# design 1

Fig. 1: design 1, routed clock nets over the placement
Scale bar: 20 um.
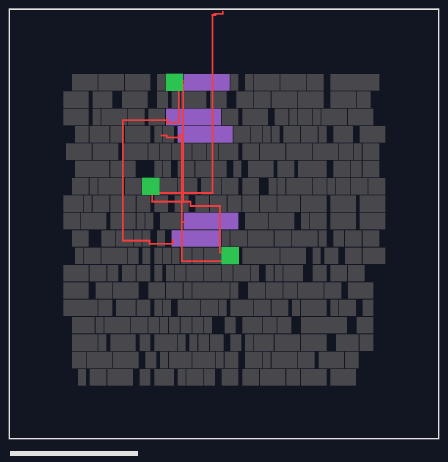

### src/rtl/multicycle_control_unit.sv
// -----------------------------------------------------------------------------
// multicycle_control_unit
//
// FSM control unit for the multicycle RV32I core. A single memory port, one
// ALU and one write-back mux are shared across cycles; this block sequences
// them per instruction and drives every datapath mux select and write enable.
//
// Ports
//   i_clk, i_reset          clock (rising edge), synchronous active-high reset
//   i_op_code/funct3/funct7 fields from the instruction register
//   i_alu_zero/lt/ltu       ALU flags used for branch resolution
//   i_mem_ready             memory finishes the current request this cycle
//   o_mem_req/o_mem_wr_en   memory request valid / request is a write
//   o_adr_sel               memory address: 0 = PC, 1 = ALU-out register
//   o_ir_wr_en, o_pc_wr_en  IR/old-PC load, PC update
//   o_reg_file_wr_en        register file write
//   o_imm_sel               000 I, 001 S, 010 B, 011 J, 100 U
//   o_alu_src_a_sel         00 PC, 01 old PC, 10 rs1, 11 zero
//   o_alu_src_b_sel         00 rs2, 01 immediate, 10 constant 4
//   o_alu_op                ALU operation select
//   o_wb_result_sel         00 memory data, 01 ALU-out reg, 10 ALU result
//   o_illegal_instr         sticky trap flag, cleared only by reset
//   o_state                 current FSM state (debug)
//
// Memory handshake: a request is presented by holding o_mem_req (and the
// address/write selects) stable; the transfer completes in the cycle where
// o_mem_req and i_mem_ready are both high. There is no ready-before-valid
// requirement and the request is never withdrawn except by reset.
//
// State encoding on o_state: FETCH 0, DECODE 1, MEM_ADDR 2, MEM_READ 3,
// MEM_WB 4, MEM_WRITE 5, EXEC_R 6, EXEC_I 7, ALU_WB 8, BRANCH 9, JAL 10,
// JALR 11, LINK 12, UPPER 13, TRAP 14.
// -----------------------------------------------------------------------------
module multicycle_control_unit #(
    parameter int OP_CODE_WIDTH = 7,
    parameter int FUNCT3_WIDTH  = 3,
    parameter int FUNCT7_WIDTH  = 7,
    parameter int ALU_OP_WIDTH  = 4,
    parameter int STATE_WIDTH   = 4
) (
    input  logic                     i_clk,
    input  logic                     i_reset,
    input  logic [OP_CODE_WIDTH-1:0] i_op_code,
    input  logic [FUNCT3_WIDTH-1:0]  i_funct3,
    input  logic [FUNCT7_WIDTH-1:0]  i_funct7,
    input  logic                     i_alu_zero,
    input  logic                     i_alu_lt,
    input  logic                     i_alu_ltu,
    input  logic                     i_mem_ready,
    output logic                     o_mem_req,
    output logic                     o_mem_wr_en,
    output logic                     o_adr_sel,
    output logic                     o_ir_wr_en,
    output logic                     o_pc_wr_en,
    output logic                     o_reg_file_wr_en,
    output logic [2:0]               o_imm_sel,
    output logic [1:0]               o_alu_src_a_sel,
    output logic [1:0]               o_alu_src_b_sel,
    output logic [ALU_OP_WIDTH-1:0]  o_alu_op,
    output logic [1:0]               o_wb_result_sel,
    output logic                     o_illegal_instr,
    output logic [STATE_WIDTH-1:0]   o_state
);

    localparam logic [3:0] S_FETCH     = 4'd0;
    localparam logic [3:0] S_DECODE    = 4'd1;
    localparam logic [3:0] S_MEM_ADDR  = 4'd2;
    localparam logic [3:0] S_MEM_READ  = 4'd3;
    localparam logic [3:0] S_MEM_WB    = 4'd4;
    localparam logic [3:0] S_MEM_WRITE = 4'd5;
    localparam logic [3:0] S_EXEC_R    = 4'd6;
    localparam logic [3:0] S_EXEC_I    = 4'd7;
    localparam logic [3:0] S_ALU_WB    = 4'd8;
    localparam logic [3:0] S_BRANCH    = 4'd9;
    localparam logic [3:0] S_JAL       = 4'd10;
    localparam logic [3:0] S_JALR      = 4'd11;
    localparam logic [3:0] S_LINK      = 4'd12;
    localparam logic [3:0] S_UPPER     = 4'd13;
    localparam logic [3:0] S_TRAP      = 4'd14;

    localparam logic [OP_CODE_WIDTH-1:0] OP_LOAD   = OP_CODE_WIDTH'(7'b0000011);
    localparam logic [OP_CODE_WIDTH-1:0] OP_STORE  = OP_CODE_WIDTH'(7'b0100011);
    localparam logic [OP_CODE_WIDTH-1:0] OP_R      = OP_CODE_WIDTH'(7'b0110011);
    localparam logic [OP_CODE_WIDTH-1:0] OP_I      = OP_CODE_WIDTH'(7'b0010011);
    localparam logic [OP_CODE_WIDTH-1:0] OP_BRANCH = OP_CODE_WIDTH'(7'b1100011);
    localparam logic [OP_CODE_WIDTH-1:0] OP_JAL    = OP_CODE_WIDTH'(7'b1101111);
    localparam logic [OP_CODE_WIDTH-1:0] OP_JALR   = OP_CODE_WIDTH'(7'b1100111);
    localparam logic [OP_CODE_WIDTH-1:0] OP_LUI    = OP_CODE_WIDTH'(7'b0110111);
    localparam logic [OP_CODE_WIDTH-1:0] OP_AUIPC  = OP_CODE_WIDTH'(7'b0010111);

    localparam logic [3:0] ALU_ADD  = 4'b0000;
    localparam logic [3:0] ALU_SUB  = 4'b0001;
    localparam logic [3:0] ALU_SLL  = 4'b0010;
    localparam logic [3:0] ALU_SLT  = 4'b0011;
    localparam logic [3:0] ALU_SLTU = 4'b0100;
    localparam logic [3:0] ALU_XOR  = 4'b0101;
    localparam logic [3:0] ALU_SRL  = 4'b0110;
    localparam logic [3:0] ALU_SRA  = 4'b0111;
    localparam logic [3:0] ALU_OR   = 4'b1000;
    localparam logic [3:0] ALU_AND  = 4'b1001;

    logic [3:0] state_q, state_d;
    logic       illegal_q;
    logic [3:0] alu_dec;
    logic [3:0] alu_op;
    logic       taken;
    logic       funct7_alt;
    logic       unused_funct7;

    assign funct7_alt    = i_funct7[5];
    assign unused_funct7 = ^i_funct7;

    // ALU operation for EXEC_R / EXEC_I. funct7[5] selects SUB only for
    // register-register ops (ADDI has no SUB form), but selects SRA for both.
    always_comb begin
        alu_dec = ALU_ADD;
        case (i_funct3)
            3'b000:  alu_dec = (i_op_code == OP_R && funct7_alt) ? ALU_SUB : ALU_ADD;
            3'b001:  alu_dec = ALU_SLL;
            3'b010:  alu_dec = ALU_SLT;
            3'b011:  alu_dec = ALU_SLTU;
            3'b100:  alu_dec = ALU_XOR;
            3'b101:  alu_dec = funct7_alt ? ALU_SRA : ALU_SRL;
            3'b110:  alu_dec = ALU_OR;
            default: alu_dec = ALU_AND;
        endcase
    end

    // Branch resolution from the SUB-comparison flags.
    always_comb begin
        taken = 1'b0;
        case (i_funct3)
            3'b000:  taken = i_alu_zero;
            3'b001:  taken = !i_alu_zero;
            3'b100:  taken = i_alu_lt;
            3'b101:  taken = !i_alu_lt;
            3'b110:  taken = i_alu_ltu;
            3'b111:  taken = !i_alu_ltu;
            default: taken = 1'b0;
        endcase
    end

    // Next-state logic.
    always_comb begin
        state_d = state_q;
        case (state_q)
            S_FETCH:     if (i_mem_ready) state_d = S_DECODE;
            S_DECODE: begin
                case (i_op_code)
                    OP_LOAD, OP_STORE: state_d = S_MEM_ADDR;
                    OP_R:              state_d = S_EXEC_R;
                    OP_I:              state_d = S_EXEC_I;
                    OP_BRANCH:         state_d = (i_funct3 == 3'b010 || i_funct3 == 3'b011)
                                                 ? S_TRAP : S_BRANCH;
                    OP_JAL:            state_d = S_JAL;
                    OP_JALR:           state_d = S_JALR;
                    OP_LUI, OP_AUIPC:  state_d = S_UPPER;
                    default:           state_d = S_TRAP;
                endcase
            end
            S_MEM_ADDR:  state_d = (i_op_code == OP_LOAD) ? S_MEM_READ : S_MEM_WRITE;
            S_MEM_READ:  if (i_mem_ready) state_d = S_MEM_WB;
            S_MEM_WB:    state_d = S_FETCH;
            S_MEM_WRITE: if (i_mem_ready) state_d = S_FETCH;
            S_EXEC_R:    state_d = S_ALU_WB;
            S_EXEC_I:    state_d = S_ALU_WB;
            S_ALU_WB:    state_d = S_FETCH;
            S_BRANCH:    state_d = S_FETCH;
            S_JAL:       state_d = S_ALU_WB;
            S_JALR:      state_d = S_LINK;
            S_LINK:      state_d = S_FETCH;
            S_UPPER:     state_d = S_ALU_WB;
            S_TRAP:      state_d = S_TRAP;
            default:     state_d = S_TRAP;
        endcase
    end

    always_ff @(posedge i_clk) begin
        if (i_reset) begin
            state_q   <= S_FETCH;
            illegal_q <= 1'b0;
        end else begin
            state_q <= state_d;
            if (state_d == S_TRAP) begin
                illegal_q <= 1'b1;
            end
        end
    end

    // Output decode. Moore from state_q except the FETCH/BRANCH enables;
    // reset forces everything low so an in-flight memory request is dropped
    // in the reset cycle itself.
    always_comb begin
        o_mem_req        = 1'b0;
        o_mem_wr_en      = 1'b0;
        o_adr_sel        = 1'b0;
        o_ir_wr_en       = 1'b0;
        o_pc_wr_en       = 1'b0;
        o_reg_file_wr_en = 1'b0;
        o_imm_sel        = 3'b000;
        o_alu_src_a_sel  = 2'b00;
        o_alu_src_b_sel  = 2'b00;
        alu_op           = ALU_ADD;
        o_wb_result_sel  = 2'b00;
        o_illegal_instr  = illegal_q;

        case (i_op_code)
            OP_STORE:         o_imm_sel = 3'b001;
            OP_BRANCH:        o_imm_sel = 3'b010;
            OP_JAL:           o_imm_sel = 3'b011;
            OP_LUI, OP_AUIPC: o_imm_sel = 3'b100;
            default:          o_imm_sel = 3'b000;
        endcase

        case (state_q)
            S_FETCH: begin
                o_mem_req       = 1'b1;
                o_ir_wr_en      = i_mem_ready;
                o_pc_wr_en      = i_mem_ready;
                o_alu_src_a_sel = 2'b00;
                o_alu_src_b_sel = 2'b10;
                o_wb_result_sel = 2'b10;
            end
            S_DECODE: begin
                o_alu_src_a_sel = 2'b01;
                o_alu_src_b_sel = 2'b01;
            end
            S_MEM_ADDR: begin
                o_alu_src_a_sel = 2'b10;
                o_alu_src_b_sel = 2'b01;
            end
            S_MEM_READ: begin
                o_mem_req = 1'b1;
                o_adr_sel = 1'b1;
            end
            S_MEM_WB: begin
                o_wb_result_sel  = 2'b00;
                o_reg_file_wr_en = 1'b1;
            end
            S_MEM_WRITE: begin
                o_mem_req   = 1'b1;
                o_mem_wr_en = 1'b1;
                o_adr_sel   = 1'b1;
            end
            S_EXEC_R: begin
                o_alu_src_a_sel = 2'b10;
                o_alu_src_b_sel = 2'b00;
                alu_op          = alu_dec;
            end
            S_EXEC_I: begin
                o_alu_src_a_sel = 2'b10;
                o_alu_src_b_sel = 2'b01;
                alu_op          = alu_dec;
            end
            S_ALU_WB: begin
                o_wb_result_sel  = 2'b01;
                o_reg_file_wr_en = 1'b1;
            end
            S_BRANCH: begin
                o_alu_src_a_sel = 2'b10;
                o_alu_src_b_sel = 2'b00;
                alu_op          = ALU_SUB;
                o_wb_result_sel = 2'b01;
                o_pc_wr_en      = taken;
            end
            S_JAL: begin
                // PC takes the target latched in ALU-out during DECODE while
                // the ALU forms the link value old PC + 4.
                o_alu_src_a_sel = 2'b01;
                o_alu_src_b_sel = 2'b10;
                o_wb_result_sel = 2'b01;
                o_pc_wr_en      = 1'b1;
            end
            S_JALR: begin
                o_alu_src_a_sel = 2'b10;
                o_alu_src_b_sel = 2'b01;
                o_wb_result_sel = 2'b10;
                o_pc_wr_en      = 1'b1;
            end
            S_LINK: begin
                o_alu_src_a_sel  = 2'b01;
                o_alu_src_b_sel  = 2'b10;
                o_wb_result_sel  = 2'b10;
                o_reg_file_wr_en = 1'b1;
            end
            S_UPPER: begin
                // opcode bit 5 distinguishes LUI (zero base) from AUIPC.
                o_alu_src_a_sel = i_op_code[5] ? 2'b11 : 2'b01;
                o_alu_src_b_sel = 2'b01;
            end
            S_TRAP: begin
                o_illegal_instr = 1'b1;
            end
            default: begin
                o_illegal_instr = 1'b1;
            end
        endcase

        if (i_reset) begin
            o_mem_req        = 1'b0;
            o_mem_wr_en      = 1'b0;
            o_adr_sel        = 1'b0;
            o_ir_wr_en       = 1'b0;
            o_pc_wr_en       = 1'b0;
            o_reg_file_wr_en = 1'b0;
            o_imm_sel        = 3'b000;
            o_alu_src_a_sel  = 2'b00;
            o_alu_src_b_sel  = 2'b00;
            alu_op           = ALU_ADD;
            o_wb_result_sel  = 2'b00;
            o_illegal_instr  = 1'b0;
        end
    end

    assign o_alu_op = ALU_OP_WIDTH'(alu_op);
    assign o_state  = i_reset ? '0 : STATE_WIDTH'(state_q);

endmodule

### config.mk
export PLATFORM = sky130hd
export DESIGN_NAME = multicycle_control_unit
export DESIGN_NICKNAME = d
export VERILOG_FILES = /design/src/rtl/multicycle_control_unit.sv
export SDC_FILE = /design/constraint.sdc
export NUM_CORES = 1
export LEC_CHECK = 0
export ABC_AREA = 1
export CORE_MARGIN = 8
export CORE_UTILIZATION = 36
export CTS_CLUSTER_SIZE = 28
export DETAILED_ROUTE_END_ITERATION = 12
export PLACE_DENSITY_LB_ADDON = 0.2
export REMOVE_ABC_BUFFERS = 1
export SETUP_SLACK_MARGIN = 0.2
export SYNTH_ARGS = -nofsm -noshare
export SYNTH_HDL_FRONTEND = slang
export SYNTH_SLANG_ARGS = --single-unit
### constraint.sdc
create_clock -name i_clk -period 1.1 [get_ports i_clk]
set_input_delay 0.165 -clock i_clk [delete_from_list [all_inputs] [get_ports i_clk]]
set_output_delay 0.165 -clock i_clk [all_outputs]
set_load 0.02 [all_outputs]
# design 2

==> src/rtl/alu_serial_ctrl_pkg.sv <==
// Shared op-code constants, FSM state encoding and op-classification helpers
// for the bit-serial ALU controller.
package alu_serial_ctrl_pkg;

  // ALUOp layout: [3] invert A, [2] negate/invert B (also the bit-0 carry-in),
  // [1:0] slice function (00 AND, 01 OR, 10 ADD).
  localparam logic [3:0] OP_AND = 4'b0000;
  localparam logic [3:0] OP_OR  = 4'b0001;
  localparam logic [3:0] OP_ADD = 4'b0010;
  localparam logic [3:0] OP_SUB = 4'b0110;
  localparam logic [3:0] OP_NOR = 4'b1100;

  typedef enum logic [1:0] {
    ST_IDLE = 2'd0,
    ST_RUN  = 2'd1,
    ST_DONE = 2'd2
  } state_e;

  function automatic logic is_legal_op(input logic [3:0] op);
    return (op == OP_AND) || (op == OP_OR) || (op == OP_ADD) ||
           (op == OP_SUB) || (op == OP_NOR);
  endfunction

  function automatic logic is_arith_op(input logic [3:0] op);
    return (op == OP_ADD) || (op == OP_SUB);
  endfunction

endpackage

==> src/rtl/alu_serial_ctrl_alu_1_bit.sv <==
// One-bit ALU slice: optional inversion of each operand, then AND, OR or full add.
module ALU_1_bit (
  input  logic [3:0] ALUOp,
  input  logic       a,
  input  logic       b,
  input  logic       CarryIn,
  output logic       Result,
  output logic       CarryOut
);

  logic a_eff;
  logic b_eff;

  assign a_eff = a ^ ALUOp[3];
  assign b_eff = b ^ ALUOp[2];

  // The carry is produced for every function so the controller can chain it
  // uniformly; it is only meaningful for ADD/SUB.
  assign CarryOut = (a_eff & b_eff) | (a_eff & CarryIn) | (b_eff & CarryIn);

  // NOTE: every always_comb output gets a value on every path (default arm
  // here) so no latch is inferred.
  always_comb begin
    unique case (ALUOp[1:0])
      2'b00:   Result = a_eff & b_eff;
      2'b01:   Result = a_eff | b_eff;
      2'b10:   Result = a_eff ^ b_eff ^ CarryIn;
      default: Result = 1'b0;
    endcase
  end

endmodule

==> src/rtl/alu_serial_ctrl.sv <==
// Bit-serial ALU controller: shifts operands LSB first through a single
// ALU_1_bit slice, one bit per clock, and publishes result and flags at once.
module alu_serial_ctrl
  import alu_serial_ctrl_pkg::*;
#(
  parameter int WIDTH = 8
) (
  input  logic             clk,
  input  logic             reset,
  input  logic             start,
  input  logic [3:0]       op,
  input  logic [WIDTH-1:0] a,
  input  logic [WIDTH-1:0] b,
  output logic             busy,
  output logic             done,
  output logic [WIDTH-1:0] result,
  output logic             carry_out,
  output logic             zero,
  output logic             overflow,
  output logic             op_err
);

  localparam int CW = (WIDTH > 1) ? $clog2(WIDTH) : 1;
  localparam logic [CW-1:0] LAST_BIT = CW'(WIDTH - 1);

  state_e           state_q, state_d;
  logic [3:0]       op_q, op_d;
  logic [WIDTH-1:0] a_sh_q, a_sh_d;
  logic [WIDTH-1:0] b_sh_q, b_sh_d;
  logic [WIDTH-1:0] res_sh_q, res_sh_d;
  logic [CW-1:0]    cnt_q, cnt_d;
  logic             carry_q, carry_d;
  logic             busy_q, busy_d;
  logic             done_q, done_d;
  logic             op_err_q, op_err_d;
  logic [WIDTH-1:0] result_q, result_d;
  logic             carry_out_q, carry_out_d;
  logic             zero_q, zero_d;
  logic             overflow_q, overflow_d;

  logic             slice_res;
  logic             slice_cout;
  logic [WIDTH-1:0] res_full;

  ALU_1_bit u_slice (
    .ALUOp    (op_q),
    .a        (a_sh_q[0]),
    .b        (b_sh_q[0]),
    .CarryIn  (carry_q),
    .Result   (slice_res),
    .CarryOut (slice_cout)
  );

  // Result bits enter at the MSB and walk down, so after WIDTH shifts bit 0 is at position 0.
  assign res_full = {slice_res, res_sh_q[WIDTH-1:1]};

  always_comb begin
    state_d     = state_q;
    op_d        = op_q;
    a_sh_d      = a_sh_q;
    b_sh_d      = b_sh_q;
    res_sh_d    = res_sh_q;
    cnt_d       = cnt_q;
    carry_d     = carry_q;
    busy_d      = busy_q;
    done_d      = 1'b0;
    op_err_d    = 1'b0;
    result_d    = result_q;
    carry_out_d = carry_out_q;
    zero_d      = zero_q;
    overflow_d  = overflow_q;

    unique case (state_q)
      ST_IDLE: begin
        if (start) begin
          if (is_legal_op(op)) begin
            state_d  = ST_RUN;
            op_d     = op;
            a_sh_d   = a;
            b_sh_d   = b;
            res_sh_d = '0;
            cnt_d    = '0;
            carry_d  = op[2];
            busy_d   = 1'b1;
          end else begin
            op_err_d = 1'b1;
          end
        end
      end

      ST_RUN: begin
        res_sh_d = res_full;
        a_sh_d   = a_sh_q >> 1;
        b_sh_d   = b_sh_q >> 1;
        carry_d  = slice_cout;
        if (cnt_q == LAST_BIT) begin
          state_d     = ST_DONE;
          busy_d      = 1'b0;
          done_d      = 1'b1;
          result_d    = res_full;
          carry_out_d = slice_cout;
          zero_d      = (res_full == '0);
          // carry_q still holds the carry into the MSB during its slice cycle.
          overflow_d  = is_arith_op(op_q) ? (carry_q ^ slice_cout) : 1'b0;
        end else begin
          cnt_d = cnt_q + CW'(1);
        end
      end

      ST_DONE: state_d = ST_IDLE;

      default: state_d = ST_IDLE;
    endcase
  end

  // NOTE: state registers use non-blocking assignments so every flop samples
  // the pre-edge values regardless of statement order.
  always_ff @(posedge clk) begin
    if (reset) begin
      state_q     <= ST_IDLE;
      op_q        <= '0;
      a_sh_q      <= '0;
      b_sh_q      <= '0;
      res_sh_q    <= '0;
      cnt_q       <= '0;
      carry_q     <= 1'b0;
      busy_q      <= 1'b0;
      done_q      <= 1'b0;
      op_err_q    <= 1'b0;
      result_q    <= '0;
      carry_out_q <= 1'b0;
      zero_q      <= 1'b0;
      overflow_q  <= 1'b0;
    end else begin
      state_q     <= state_d;
      op_q        <= op_d;
      a_sh_q      <= a_sh_d;
      b_sh_q      <= b_sh_d;
      res_sh_q    <= res_sh_d;
      cnt_q       <= cnt_d;
      carry_q     <= carry_d;
      busy_q      <= busy_d;
      done_q      <= done_d;
      op_err_q    <= op_err_d;
      result_q    <= result_d;
      carry_out_q <= carry_out_d;
      zero_q      <= zero_d;
      overflow_q  <= overflow_d;
    end
  end

  assign busy      = busy_q;
  assign done      = done_q;
  assign op_err    = op_err_q;
  assign result    = result_q;
  assign carry_out = carry_out_q;
  assign zero      = zero_q;
  assign overflow  = overflow_q;

endmodule

==> config.mk <==
export PLATFORM = sky130hd
export DESIGN_NAME = alu_serial_ctrl
export DESIGN_NICKNAME = d
export VERILOG_FILES = /design/src/rtl/alu_serial_ctrl_pkg.sv /design/src/rtl/alu_serial_ctrl_alu_1_bit.sv /design/src/rtl/alu_serial_ctrl.sv
export SDC_FILE = /design/constraint.sdc
export NUM_CORES = 1
export LEC_CHECK = 0
export ABC_AREA = 1
export CAP_MARGIN = 10
export CORE_MARGIN = 8
export CORE_UTILIZATION = 57
export CTS_CLUSTER_DIAMETER = 150
export DETAILED_ROUTE_END_ITERATION = 16
export GPL_TIMING_DRIVEN = 0
export PLACE_DENSITY = 0.83
export SLEW_MARGIN = 15
export SYNTH_ARGS = -nofsm -noshare
export SYNTH_HDL_FRONTEND = slang
export SYNTH_HIERARCHICAL = 1
export SYNTH_SLANG_ARGS = --single-unit
==> constraint.sdc <==
create_clock -name clk -period 2.55 [get_ports clk]
set_clock_uncertainty 0.1 [all_clocks]
set_input_delay 0.255 -clock clk [delete_from_list [all_inputs] [get_ports clk]]
set_output_delay 0.255 -clock clk [all_outputs]
set_load 0.02 [all_outputs]
# design 3

`src/rtl/mc14500_fetch_unit_pkg.sv`:
```
// Shared types for the MC14500B fetch/sequencer stage: ICU opcodes, sequencer states, program word layout.
// Optional return stack is selected with MC14500_RET_STACK_EN (see mc14500_fetch_unit.sv).
package mc14500_fetch_unit_pkg;

    typedef enum logic [3:0] {
        NOPO = 4'h0,
        LD   = 4'h1,
        LDC  = 4'h2,
        AND  = 4'h3,
        ANDC = 4'h4,
        OR   = 4'h5,
        ORC  = 4'h6,
        XNOR = 4'h7,
        STO  = 4'h8,
        STOC = 4'h9,
        IEN  = 4'hA,
        OEN  = 4'hB,
        JMP  = 4'hC,
        RTN  = 4'hD,
        SKZ  = 4'hE,
        NOPF = 4'hF
    } instruction_t;

    // Plain vector plus constants so state encodings stay visible to legacy tooling.
    typedef logic [2:0] fetch_state_t;
    localparam fetch_state_t S_IDLE    = 3'd0;
    localparam fetch_state_t S_FETCH   = 3'd1;
    localparam fetch_state_t S_ISSUE   = 3'd2;
    localparam fetch_state_t S_RELEASE = 3'd3;
    localparam fetch_state_t S_UPDATE  = 3'd4;

    localparam int PROG_OPERAND_W = 8;

    typedef struct packed {
        instruction_t                opcode;
        logic [PROG_OPERAND_W-1:0]   operand;
    } prog_word_t;

endpackage

```
`src/rtl/mc14500_fetch_unit_if.sv`:
```
// Program-memory and ICU handshake bundle between the fetch unit (master) and ROM/ICU (slave).
// Signal set is identical with or without MC14500_RET_STACK_EN.
interface mc14500_fetch_unit_if
    import mc14500_fetch_unit_pkg::*;
#(
    parameter int ADDR_W    = 8,
    parameter int OPERAND_W = 8
);

    logic [ADDR_W-1:0]      prog_addr;
    logic [4+OPERAND_W-1:0] prog_data;
    instruction_t           instruction;
    logic [OPERAND_W-1:0]   operand;
    logic                   req_next;
    logic                   ack_next;
    logic                   jmp;
    logic                   rtn;

    modport master (
        output prog_addr,
        output instruction,
        output operand,
        output req_next,
        input  prog_data,
        input  ack_next,
        input  jmp,
        input  rtn
    );

    modport slave (
        input  prog_addr,
        input  instruction,
        input  operand,
        input  req_next,
        output prog_data,
        output ack_next,
        output jmp,
        output rtn
    );

endinterface

```
`src/rtl/mc14500_fetch_unit_return_stack.sv`:
```
// LIFO of return addresses for call/return sequencing; only built when MC14500_RET_STACK_EN is defined.
// Push on full and pop on empty are ignored here; the caller flags them.
`ifdef MC14500_RET_STACK_EN
module mc14500_fetch_unit_return_stack #(
    parameter int DEPTH = 4,
    parameter int WIDTH = 8
) (
    input  logic             clk,
    input  logic             rst,
    input  logic             push_i,
    input  logic             pop_i,
    input  logic [WIDTH-1:0] push_data_i,
    output logic [WIDTH-1:0] top_o,
    output logic             full_o,
    output logic             empty_o
);

    localparam int PTR_W = $clog2(DEPTH + 1);
    localparam int IDX_W = (DEPTH > 1) ? $clog2(DEPTH) : 1;

    logic [WIDTH-1:0] mem_q [DEPTH];
    logic [PTR_W-1:0] sp_q;
    logic [PTR_W-1:0] sp_d;
    logic [IDX_W-1:0] top_idx;
    logic             do_push;
    logic             do_pop;

    assign full_o  = (sp_q == PTR_W'(DEPTH));
    assign empty_o = (sp_q == '0);
    assign do_push = push_i && !full_o;
    assign do_pop  = pop_i && !empty_o && !push_i;
    assign top_idx = IDX_W'(sp_q - PTR_W'(1));
    assign top_o   = mem_q[top_idx];

    always_comb begin
        sp_d = sp_q;
        if (do_push) begin
            sp_d = sp_q + PTR_W'(1);
        end else if (do_pop) begin
            sp_d = sp_q - PTR_W'(1);
        end
    end

    always_ff @(posedge clk or posedge rst) begin
        if (rst) begin
            sp_q <= '0;
            for (int i = 0; i < DEPTH; i++) begin
                mem_q[i] <= '0;
            end
        end else begin
            sp_q <= sp_d;
            for (int i = 0; i < DEPTH; i++) begin
                if (do_push && (sp_q == PTR_W'(i))) begin
                    mem_q[i] <= push_data_i;
                end
            end
        end
    end

endmodule
`endif

```
`src/rtl/mc14500_fetch_unit.sv`:
```
// MC14500B fetch/sequencer: owns the PC, reads sync program ROM, runs one four-phase req/ack per instruction.
// Define MC14500_RET_STACK_EN for call/return semantics (JMP pushes pc+1, RTN pops); otherwise RTN just advances.
module mc14500_fetch_unit
    import mc14500_fetch_unit_pkg::*;
#(
    parameter int ADDR_W      = 8,
    parameter int OPERAND_W   = 8,
    parameter int STACK_DEPTH = 4
) (
    input  logic                 clk,
    input  logic                 rst,
    input  logic                 run,
    mc14500_fetch_unit_if.master bus,
    output logic [ADDR_W-1:0]    pc,
    output logic                 busy,
    output logic                 stack_err
);

    if ((OPERAND_W < ADDR_W) || (STACK_DEPTH < 1)) begin : g_param_check
        $error("mc14500_fetch_unit: need OPERAND_W >= ADDR_W and STACK_DEPTH >= 1");
    end

    fetch_state_t          state_q;
    fetch_state_t          state_d;
    logic [ADDR_W-1:0]     pc_q;
    logic [ADDR_W-1:0]     pc_d;
    logic [ADDR_W-1:0]     pc_inc;
    logic [ADDR_W-1:0]     jmp_target;
    instruction_t          instr_q;
    logic [OPERAND_W-1:0]  operand_q;
    logic                  req_q;
    logic                  in_update;

`ifdef MC14500_RET_STACK_EN
    logic                  push_req;
    logic                  pop_req;
    logic                  err_set;
    logic                  err_q;
    logic                  stk_full;
    logic                  stk_empty;
    logic [ADDR_W-1:0]     stk_top;
`endif

    assign pc_inc     = pc_q + ADDR_W'(1);
    assign jmp_target = operand_q[ADDR_W-1:0];
    assign in_update  = (state_q == S_UPDATE);

    always_comb begin
        state_d = state_q;
        case (state_q)
            S_IDLE:    if (run)           state_d = S_FETCH;
            S_FETCH:                      state_d = S_ISSUE;
            S_ISSUE:   if (bus.ack_next)  state_d = S_RELEASE;
            S_RELEASE: if (!bus.ack_next) state_d = S_UPDATE;
            S_UPDATE:  state_d = run ? S_FETCH : S_IDLE;
            default:                      state_d = S_IDLE;
        endcase
    end

    // ICU flags are only trusted in S_UPDATE; jmp takes priority over rtn.
    always_comb begin
        pc_d = pc_inc;
`ifdef MC14500_RET_STACK_EN
        push_req = 1'b0;
        pop_req  = 1'b0;
        err_set  = 1'b0;
`endif
        if (bus.jmp) begin
            pc_d = jmp_target;
`ifdef MC14500_RET_STACK_EN
            push_req = 1'b1;
            err_set  = stk_full;
`endif
        end else if (bus.rtn) begin
`ifdef MC14500_RET_STACK_EN
            if (stk_empty) begin
                err_set = 1'b1;
            end else begin
                pc_d    = stk_top;
                pop_req = 1'b1;
            end
`else
            pc_d = pc_inc;
`endif
        end
    end

    // The ROM registers its address, so the next PC is presented during S_UPDATE
    // and the word is ready to latch at the end of S_FETCH.
    assign bus.prog_addr   = in_update ? pc_d : pc_q;
    assign bus.instruction = instr_q;
    assign bus.operand     = operand_q;
    assign bus.req_next    = req_q;
    assign pc              = pc_q;
    assign busy            = (state_q != S_IDLE);

    always_ff @(posedge clk or posedge rst) begin
        if (rst) begin
            state_q   <= S_IDLE;
            pc_q      <= '0;
            instr_q   <= NOPO;
            operand_q <= '0;
            req_q     <= 1'b0;
        end else begin
            state_q <= state_d;
            req_q   <= (state_d == S_ISSUE);
            if (state_q == S_FETCH) begin
                instr_q   <= instruction_t'(bus.prog_data[OPERAND_W +: 4]);
                operand_q <= bus.prog_data[OPERAND_W-1:0];
            end
            if (in_update) begin
                pc_q <= pc_d;
            end
        end
    end

`ifdef MC14500_RET_STACK_EN
    mc14500_fetch_unit_return_stack #(
        .DEPTH (STACK_DEPTH),
        .WIDTH (ADDR_W)
    ) u_return_stack (
        .clk         (clk),
        .rst         (rst),
        .push_i      (in_update && push_req),
        .pop_i       (in_update && pop_req),
        .push_data_i (pc_inc),
        .top_o       (stk_top),
        .full_o      (stk_full),
        .empty_o     (stk_empty)
    );

    always_ff @(posedge clk or posedge rst) begin
        if (rst) begin
            err_q <= 1'b0;
        end else if (in_update && err_set) begin
            err_q <= 1'b1;
        end
    end

    assign stack_err = err_q;
`else
    assign stack_err = 1'b0;
`endif

endmodule

```
`src/flat_wrapper.sv`:
```
// flat-port wrapper written by rule: the top's interface ports become plain ports
module mc14500_fetch_unit_flat import mc14500_fetch_unit_pkg::*;
#(
    parameter int ADDR_W      = 8,
    parameter int OPERAND_W   = 8,
    parameter int STACK_DEPTH = 4
)
  (clk, rst, run, pc, busy, stack_err, bus_prog_addr, bus_instruction, bus_operand, bus_req_next, bus_prog_data, bus_ack_next, bus_jmp, bus_rtn);
  mc14500_fetch_unit_if #(.ADDR_W(ADDR_W), .OPERAND_W(OPERAND_W)) bus_i ();
  input  logic clk;
  input  logic rst;
  input  logic run;
  output logic [ADDR_W-1:0] pc;
  output logic busy;
  output logic stack_err;
  output wire logic [$bits(bus_i.prog_addr)-1:0] bus_prog_addr;
  output wire logic [$bits(bus_i.instruction)-1:0] bus_instruction;
  output wire logic [$bits(bus_i.operand)-1:0] bus_operand;
  output wire logic [$bits(bus_i.req_next)-1:0] bus_req_next;
  input wire logic [$bits(bus_i.prog_data)-1:0] bus_prog_data;
  input wire logic [$bits(bus_i.ack_next)-1:0] bus_ack_next;
  input wire logic [$bits(bus_i.jmp)-1:0] bus_jmp;
  input wire logic [$bits(bus_i.rtn)-1:0] bus_rtn;
  assign bus_prog_addr = bus_i.prog_addr;
  assign bus_instruction = bus_i.instruction;
  assign bus_operand = bus_i.operand;
  assign bus_req_next = bus_i.req_next;
  assign bus_i.prog_data = bus_prog_data;
  assign bus_i.ack_next = bus_ack_next;
  assign bus_i.jmp = bus_jmp;
  assign bus_i.rtn = bus_rtn;
  mc14500_fetch_unit #(.ADDR_W(ADDR_W), .OPERAND_W(OPERAND_W), .STACK_DEPTH(STACK_DEPTH)) u_core (.clk(clk), .rst(rst), .run(run), .bus(bus_i), .pc(pc), .busy(busy), .stack_err(stack_err));
endmodule
```
`config.mk`:
```
export PLATFORM = sky130hd
export DESIGN_NAME = mc14500_fetch_unit_flat
export DESIGN_NICKNAME = d
export VERILOG_FILES = /design/src/rtl/mc14500_fetch_unit_pkg.sv /design/src/rtl/mc14500_fetch_unit_if.sv /design/src/rtl/mc14500_fetch_unit_return_stack.sv /design/src/rtl/mc14500_fetch_unit.sv /design/src/flat_wrapper.sv
export SDC_FILE = /design/constraint.sdc
export NUM_CORES = 1
export LEC_CHECK = 0
export CELL_PAD_IN_SITES_DETAIL_PLACEMENT = 0
export CELL_PAD_IN_SITES_GLOBAL_PLACEMENT = 1
export CORE_ASPECT_RATIO = 0.8
export CORE_UTILIZATION = 31
export DETAILED_ROUTE_END_ITERATION = 6
export GPL_ROUTABILITY_DRIVEN = 0
export PLACE_DENSITY = 0.8
export SLEW_MARGIN = 20
export SYNTH_ARGS = -nofsm -noshare
export SYNTH_HDL_FRONTEND = slang
export SYNTH_SLANG_ARGS = --single-unit
export TNS_END_PERCENT = 5
```
`constraint.sdc`:
```
create_clock -name clk -period 2.35 [get_ports clk]
set_input_delay 0.705 -clock clk [delete_from_list [all_inputs] [get_ports clk]]
set_output_delay 0.705 -clock clk [all_outputs]
set_load 0.05 [all_outputs]
```
Fig. 2: design 3, routed metal, one colour a layer
Scale bar: 20 um.
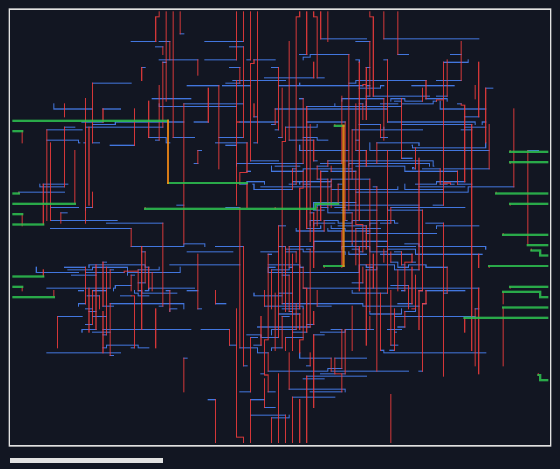
- metal 3: green (wire length 155 um)
- metal 4: orange (wire length 26.5 um)
- metal 2: red (wire length 1410 um)
- metal 1: blue (wire length 1240 um)

==> ci_impl_report.md, design 3 <==
### Flow metrics

| Metric | Value |
|---|---|
| Logic share of the area | 29.6% |
| Max-area cell class | buffers |
| Post-synthesis instance area | 0.00117 mm^2 |
| Biggest consumer | combinational cells |
| Critical path fanouts, max | 6 |
| Setup violators final | 0 |
| XOR/XNOR Fraction of Synth Area | 0% |
| Busiest layer in global routing | met2 |
| Adders+Majority by Area | 1.07% |
| Failing checks | design-rule violations |
| DP Worst Slack | -0.387 ns |
| Hold_buf cts | 0 |
| Ys cells | 103 |
| WP data arrival | 1.64 ns |
| Clkbuf count | 4 |
| Max-slew violations | 0 |
| Critical-path cell list | nor3b_4 -> buf_12 -> mux2_4 -> nand3_4 -> buf_12 |
| Final Critical Period | 2.34 ns |
| DRC violations left | 7 |
| CTS sink cnt | 24 |
| Core Rows | 19 |
| Clock share of power | 9.4% |
| GRT overflow | 0 |
| Fmax | 427 MHz |
| Postcts setup bufs | 3 |
| Synth area leader | dfrtp_1 |
| Root Buffer | clkbuf_8 |
| Outcome | complete, but fails checks |
| Syn nets | 122 |
| Met1 wire length | 1.24 mm |
| Comb group | 1.95 mW |
| Layout area overhead | 68.9% |
| Final worst slack | 0.00556 ns |
| M3 GR Usage | 4.77% |
| Wire per inst | 14.3 um |
| Total CTS buffers | 3 |
| Seq/total area | 30.4% |
| Post-synth cell types | 37 |
[design 3: final timing paths]
path,endpoint,startpoint,slack [ns],cells past startpoint
worst max register to register,u_core.bus.instruction[0],u_core.state_q[1],0.67,4
worst min-delay path,u_core.bus.instruction[2],u_core.bus.instruction[2],0.49,1
worst min register to register,u_core.bus.instruction[2],u_core.bus.instruction[2],0.49,1
max in group asynchronous,u_core.bus.instruction[3],rst,1.06,3
worst max-delay path,bus_prog_addr[5],u_core.state_q[0],0.006,5
min in group asynchronous,u_core.pc[6],rst,0.74,2
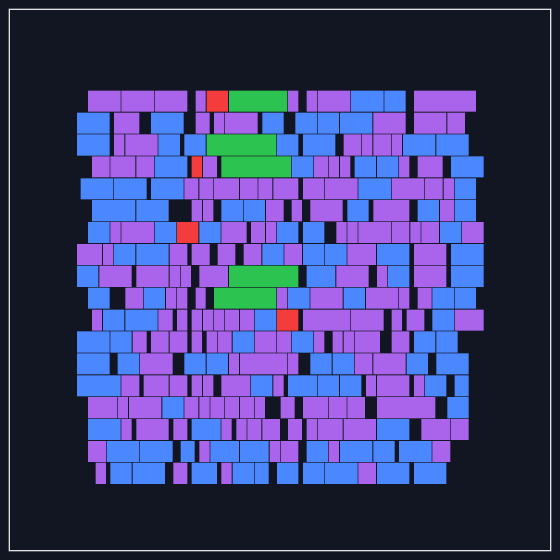
Fig. 3. Cells coloured by class (design 1).
- other buffers and delay cells: blue (cells 104)
- clock drivers and dummy loads: red (cells 4)
- flops: green (cells 5)
- combinational and other logic: purple (cells 165)

Notes on Fig. 1 above:
- clock drivers: green (count 3)
- clock wires: red (length 159 um)
- flip-flops: purple (count 5)
- routed clock nets: 4

==> ci_impl_report.md, design 1 <==
### Flow metrics

| Metric | Value |
|---|---|
| Biggest register | state_q |
| CTS tree | built |
| Clk cell area share | 1.19% |
| Internal | 0.942 mW |
| HP Class | in2reg |
| Setup violators final | 26 |
| Seq/total area | 5.11% |
| Outcome | complete, but fails checks |
| Failing checks | negative setup slack |
| I/O Buffers | 40 |
| Placed cell areas | 0.00172 mm^2 |
| ANT cells | 0 |
| Routability cong. | 0.882 |
| H-tree levels | 1 |
| DIE WIDTH | 67.1 um |
| Ys async rst share | 0% |
| Post-synth cell types | 30 |
| WHS | 0.430 ns |
| DRC violations left | 0 |
| RSZ-0062 raised after global routing | yes |
| Post-synthesis instance area | 940 um^2 |
| Peak supply drop | 0.715 mV |
| WP data arrival | 1.44 ns |
| Biggest consumer | combinational cells |
| Post-placement cell count | 289 |
| Worst clock skew | 0.00470 ns |
| Seq. cell area | 113 um^2 |
| Via count | 1595 |
| Post-synth EDFFs | 0 |
| Vias in the first global route | 1598 |
| XOR/XNOR Fraction of Synth Area | 0% |
| Post-synthesis mux area share | 0% |
| Fillers | 121 |
| Routed vias/inst | 5.18 |
| Synth Instances | 175 |
| Worst Path Buf+Inv | 3 |
| Number of max-cap violations | 0 |
| Final worst slack | -0.509 ns |
| NumNets Final | 302 |
| GRT overflow | 0 |
| Synth Area per Inst | 5.37 um^2 |
| Critical-path top delay cell | dfxtp_2 |
-- design 1: routing by layer --
| metal | global-route usage, % | up-vias | share of wire [%] |
|---|---|---|---|
| met1 | 18.8 | 731 | 39 |
| met3 | 3.02 | 19 | 5.8 |
| met2 | 36.8 | 73 | 51 |
| met4 | 9.40 | 0 | 3.6 |
| met5 | 0 | - | 0 |
| li1 | - | 772 | - |
-- design 1: final timing paths --
path                    from            endpoint
hold reg to reg    illegal_q           illegal_q
setup reg to reg  state_q[3]           illegal_q
setup / recovery  state_q[3]  o_wb_result_sel[1]
hold / removal       i_reset          state_q[2]
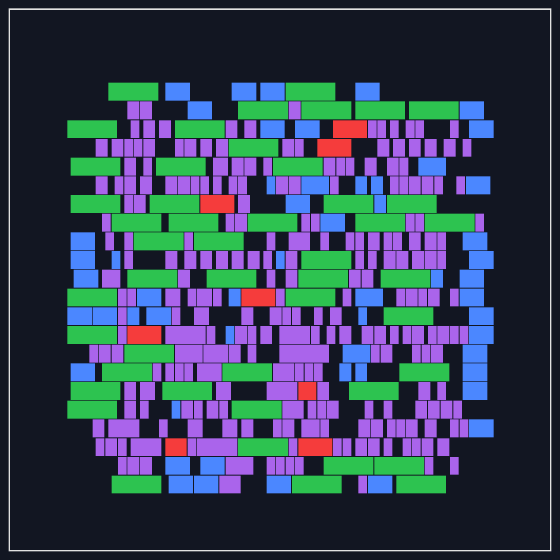
Fig. 4. Cells coloured by class (design 2).
- clock drivers and dummy loads: red (cells 8)
- combinational and other logic: purple (cells 242)
- flops: green (cells 47)
- other buffers and delay cells: blue (cells 54)

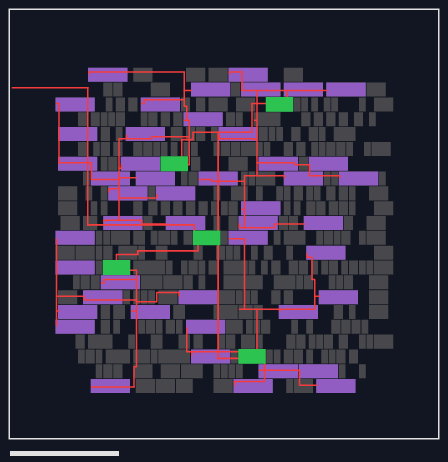
Fig. 5. Routed clock nets over the placement (design 2).
Scale bar: 20 um.
- flip-flops: purple (count 47)
- clock drivers: green (count 5)
- clock wires: red (length 578 um)
- routed clock nets: 6

==> ci_impl_report.md, design 2 <==
### Flow metrics

| Metric | Value |
|---|---|
| DRT Wirelength | 5.17 mm |
| Top routing layer in use | met4 |
| R2r startpoint | op_q[3] |
| Seq. cell area | 941 um^2 |
| Sw frac | 28.2% |
| Root Buffer | clkbuf_8 |
| Clock share of power | 31.6% |
| Worst R2R Path Depth | 10 |
| Ys cells | 307 |
| Met2 Wirelength | 2.41 mm |
| Ys async rst share | 0% |
| Most numerous logic cell after layout | nand2_1 |
| Seq pwr share | 51.0% |
| Post-placement cell count | 391 |
| Busiest layer in global routing | met2 |
| Most common cell in the synthesized netlist | nand2_1 |
| GR Util met2 | 29.0% |
| Outcome | finished clean |
| CTS-repair resized insts | 0 |
| ANT cells | 0 |
| Peak supply drop | 0.410 mV |
| Hold path start | busy |
| Post-DP HPWL | 3.75 mm |
| Layout cell share with drive strength beyond 1 | 8.55% |
| Top cells, area | dfxtp_1 (42%), nand2_1 (9.3%), nand3_1 (8.8%), a21oi_1 (7.2%), inv_1 (6.4%) |
design 2: worst max path at each step:
stage                     startpoint    to  slack (ns)  cells past startpoint
after floorplan              op_q[3]  zero        0.82                     10
after global placement       op_q[3]  zero        0.60                     10
after detailed placement     op_q[3]  zero        0.57                     10
after CTS                    op_q[3]  zero        0.54                     10
after global routing         op_q[3]  zero        0.32                     10
final                        op_q[3]  zero        0.56                     10
design 2: per-stage QoR:
stage | hold slack (ns) | util (%)
floorplan | 0.290 | -
global placement | 0.348 | 71.3
detailed placement | 0.358 | 71.3
CTS | 0.373 | 73.9
global route | 0.391 | 73.9
finish | 0.373 | 73.9


==> layout pictures side by side <==
The clock network.
picture 1
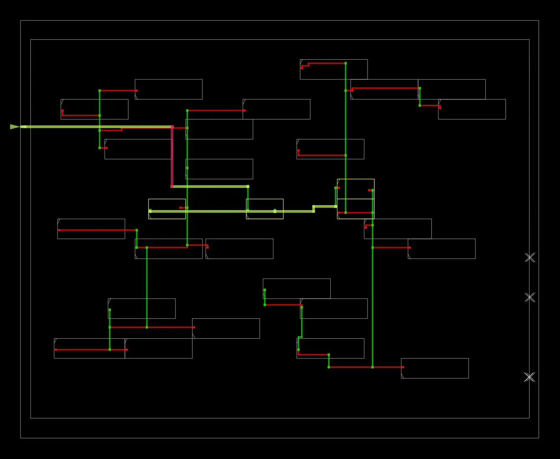
picture 2
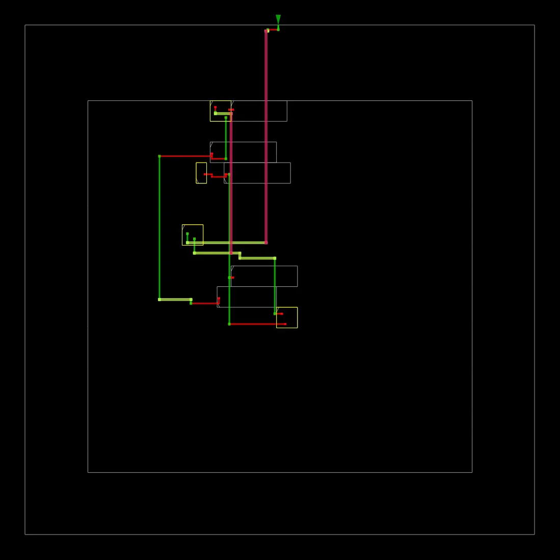
picture 3
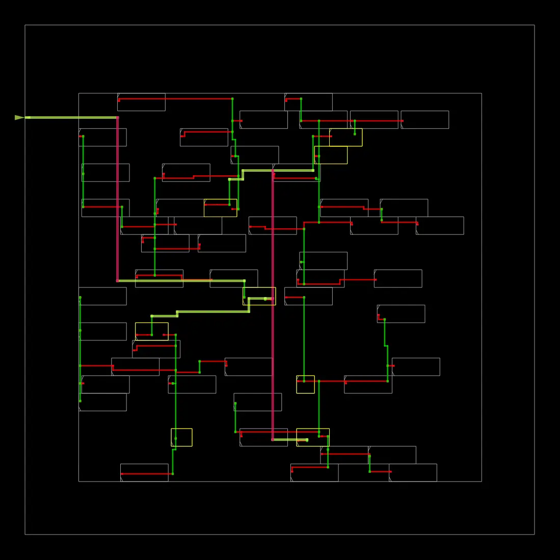
For design 3, see picture 1.
For design 1, see picture 2.
For design 2, see picture 3.
Of these, most sequential cells: picture 3
Of these, fewest sequential cells: picture 2


==> gallery <==
Supply network.
Scale bar: 20 um. Pins as bars on the die edge.
image #1
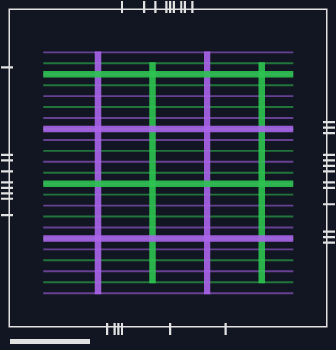
image #2
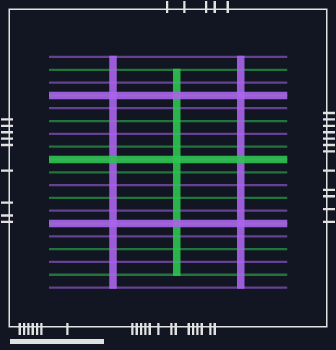
image #3
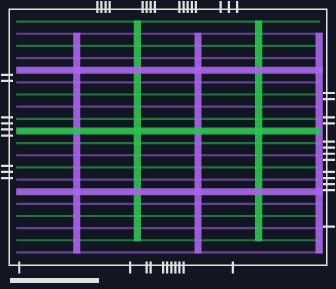
The one with the fewest pins is image #1.
The one with the largest die is image #1.
For design 1, see image #2.
For design 3, see image #3.
For design 2, see image #1.

Power figures rest on the tool's default switching activity, not on a simulated workload.
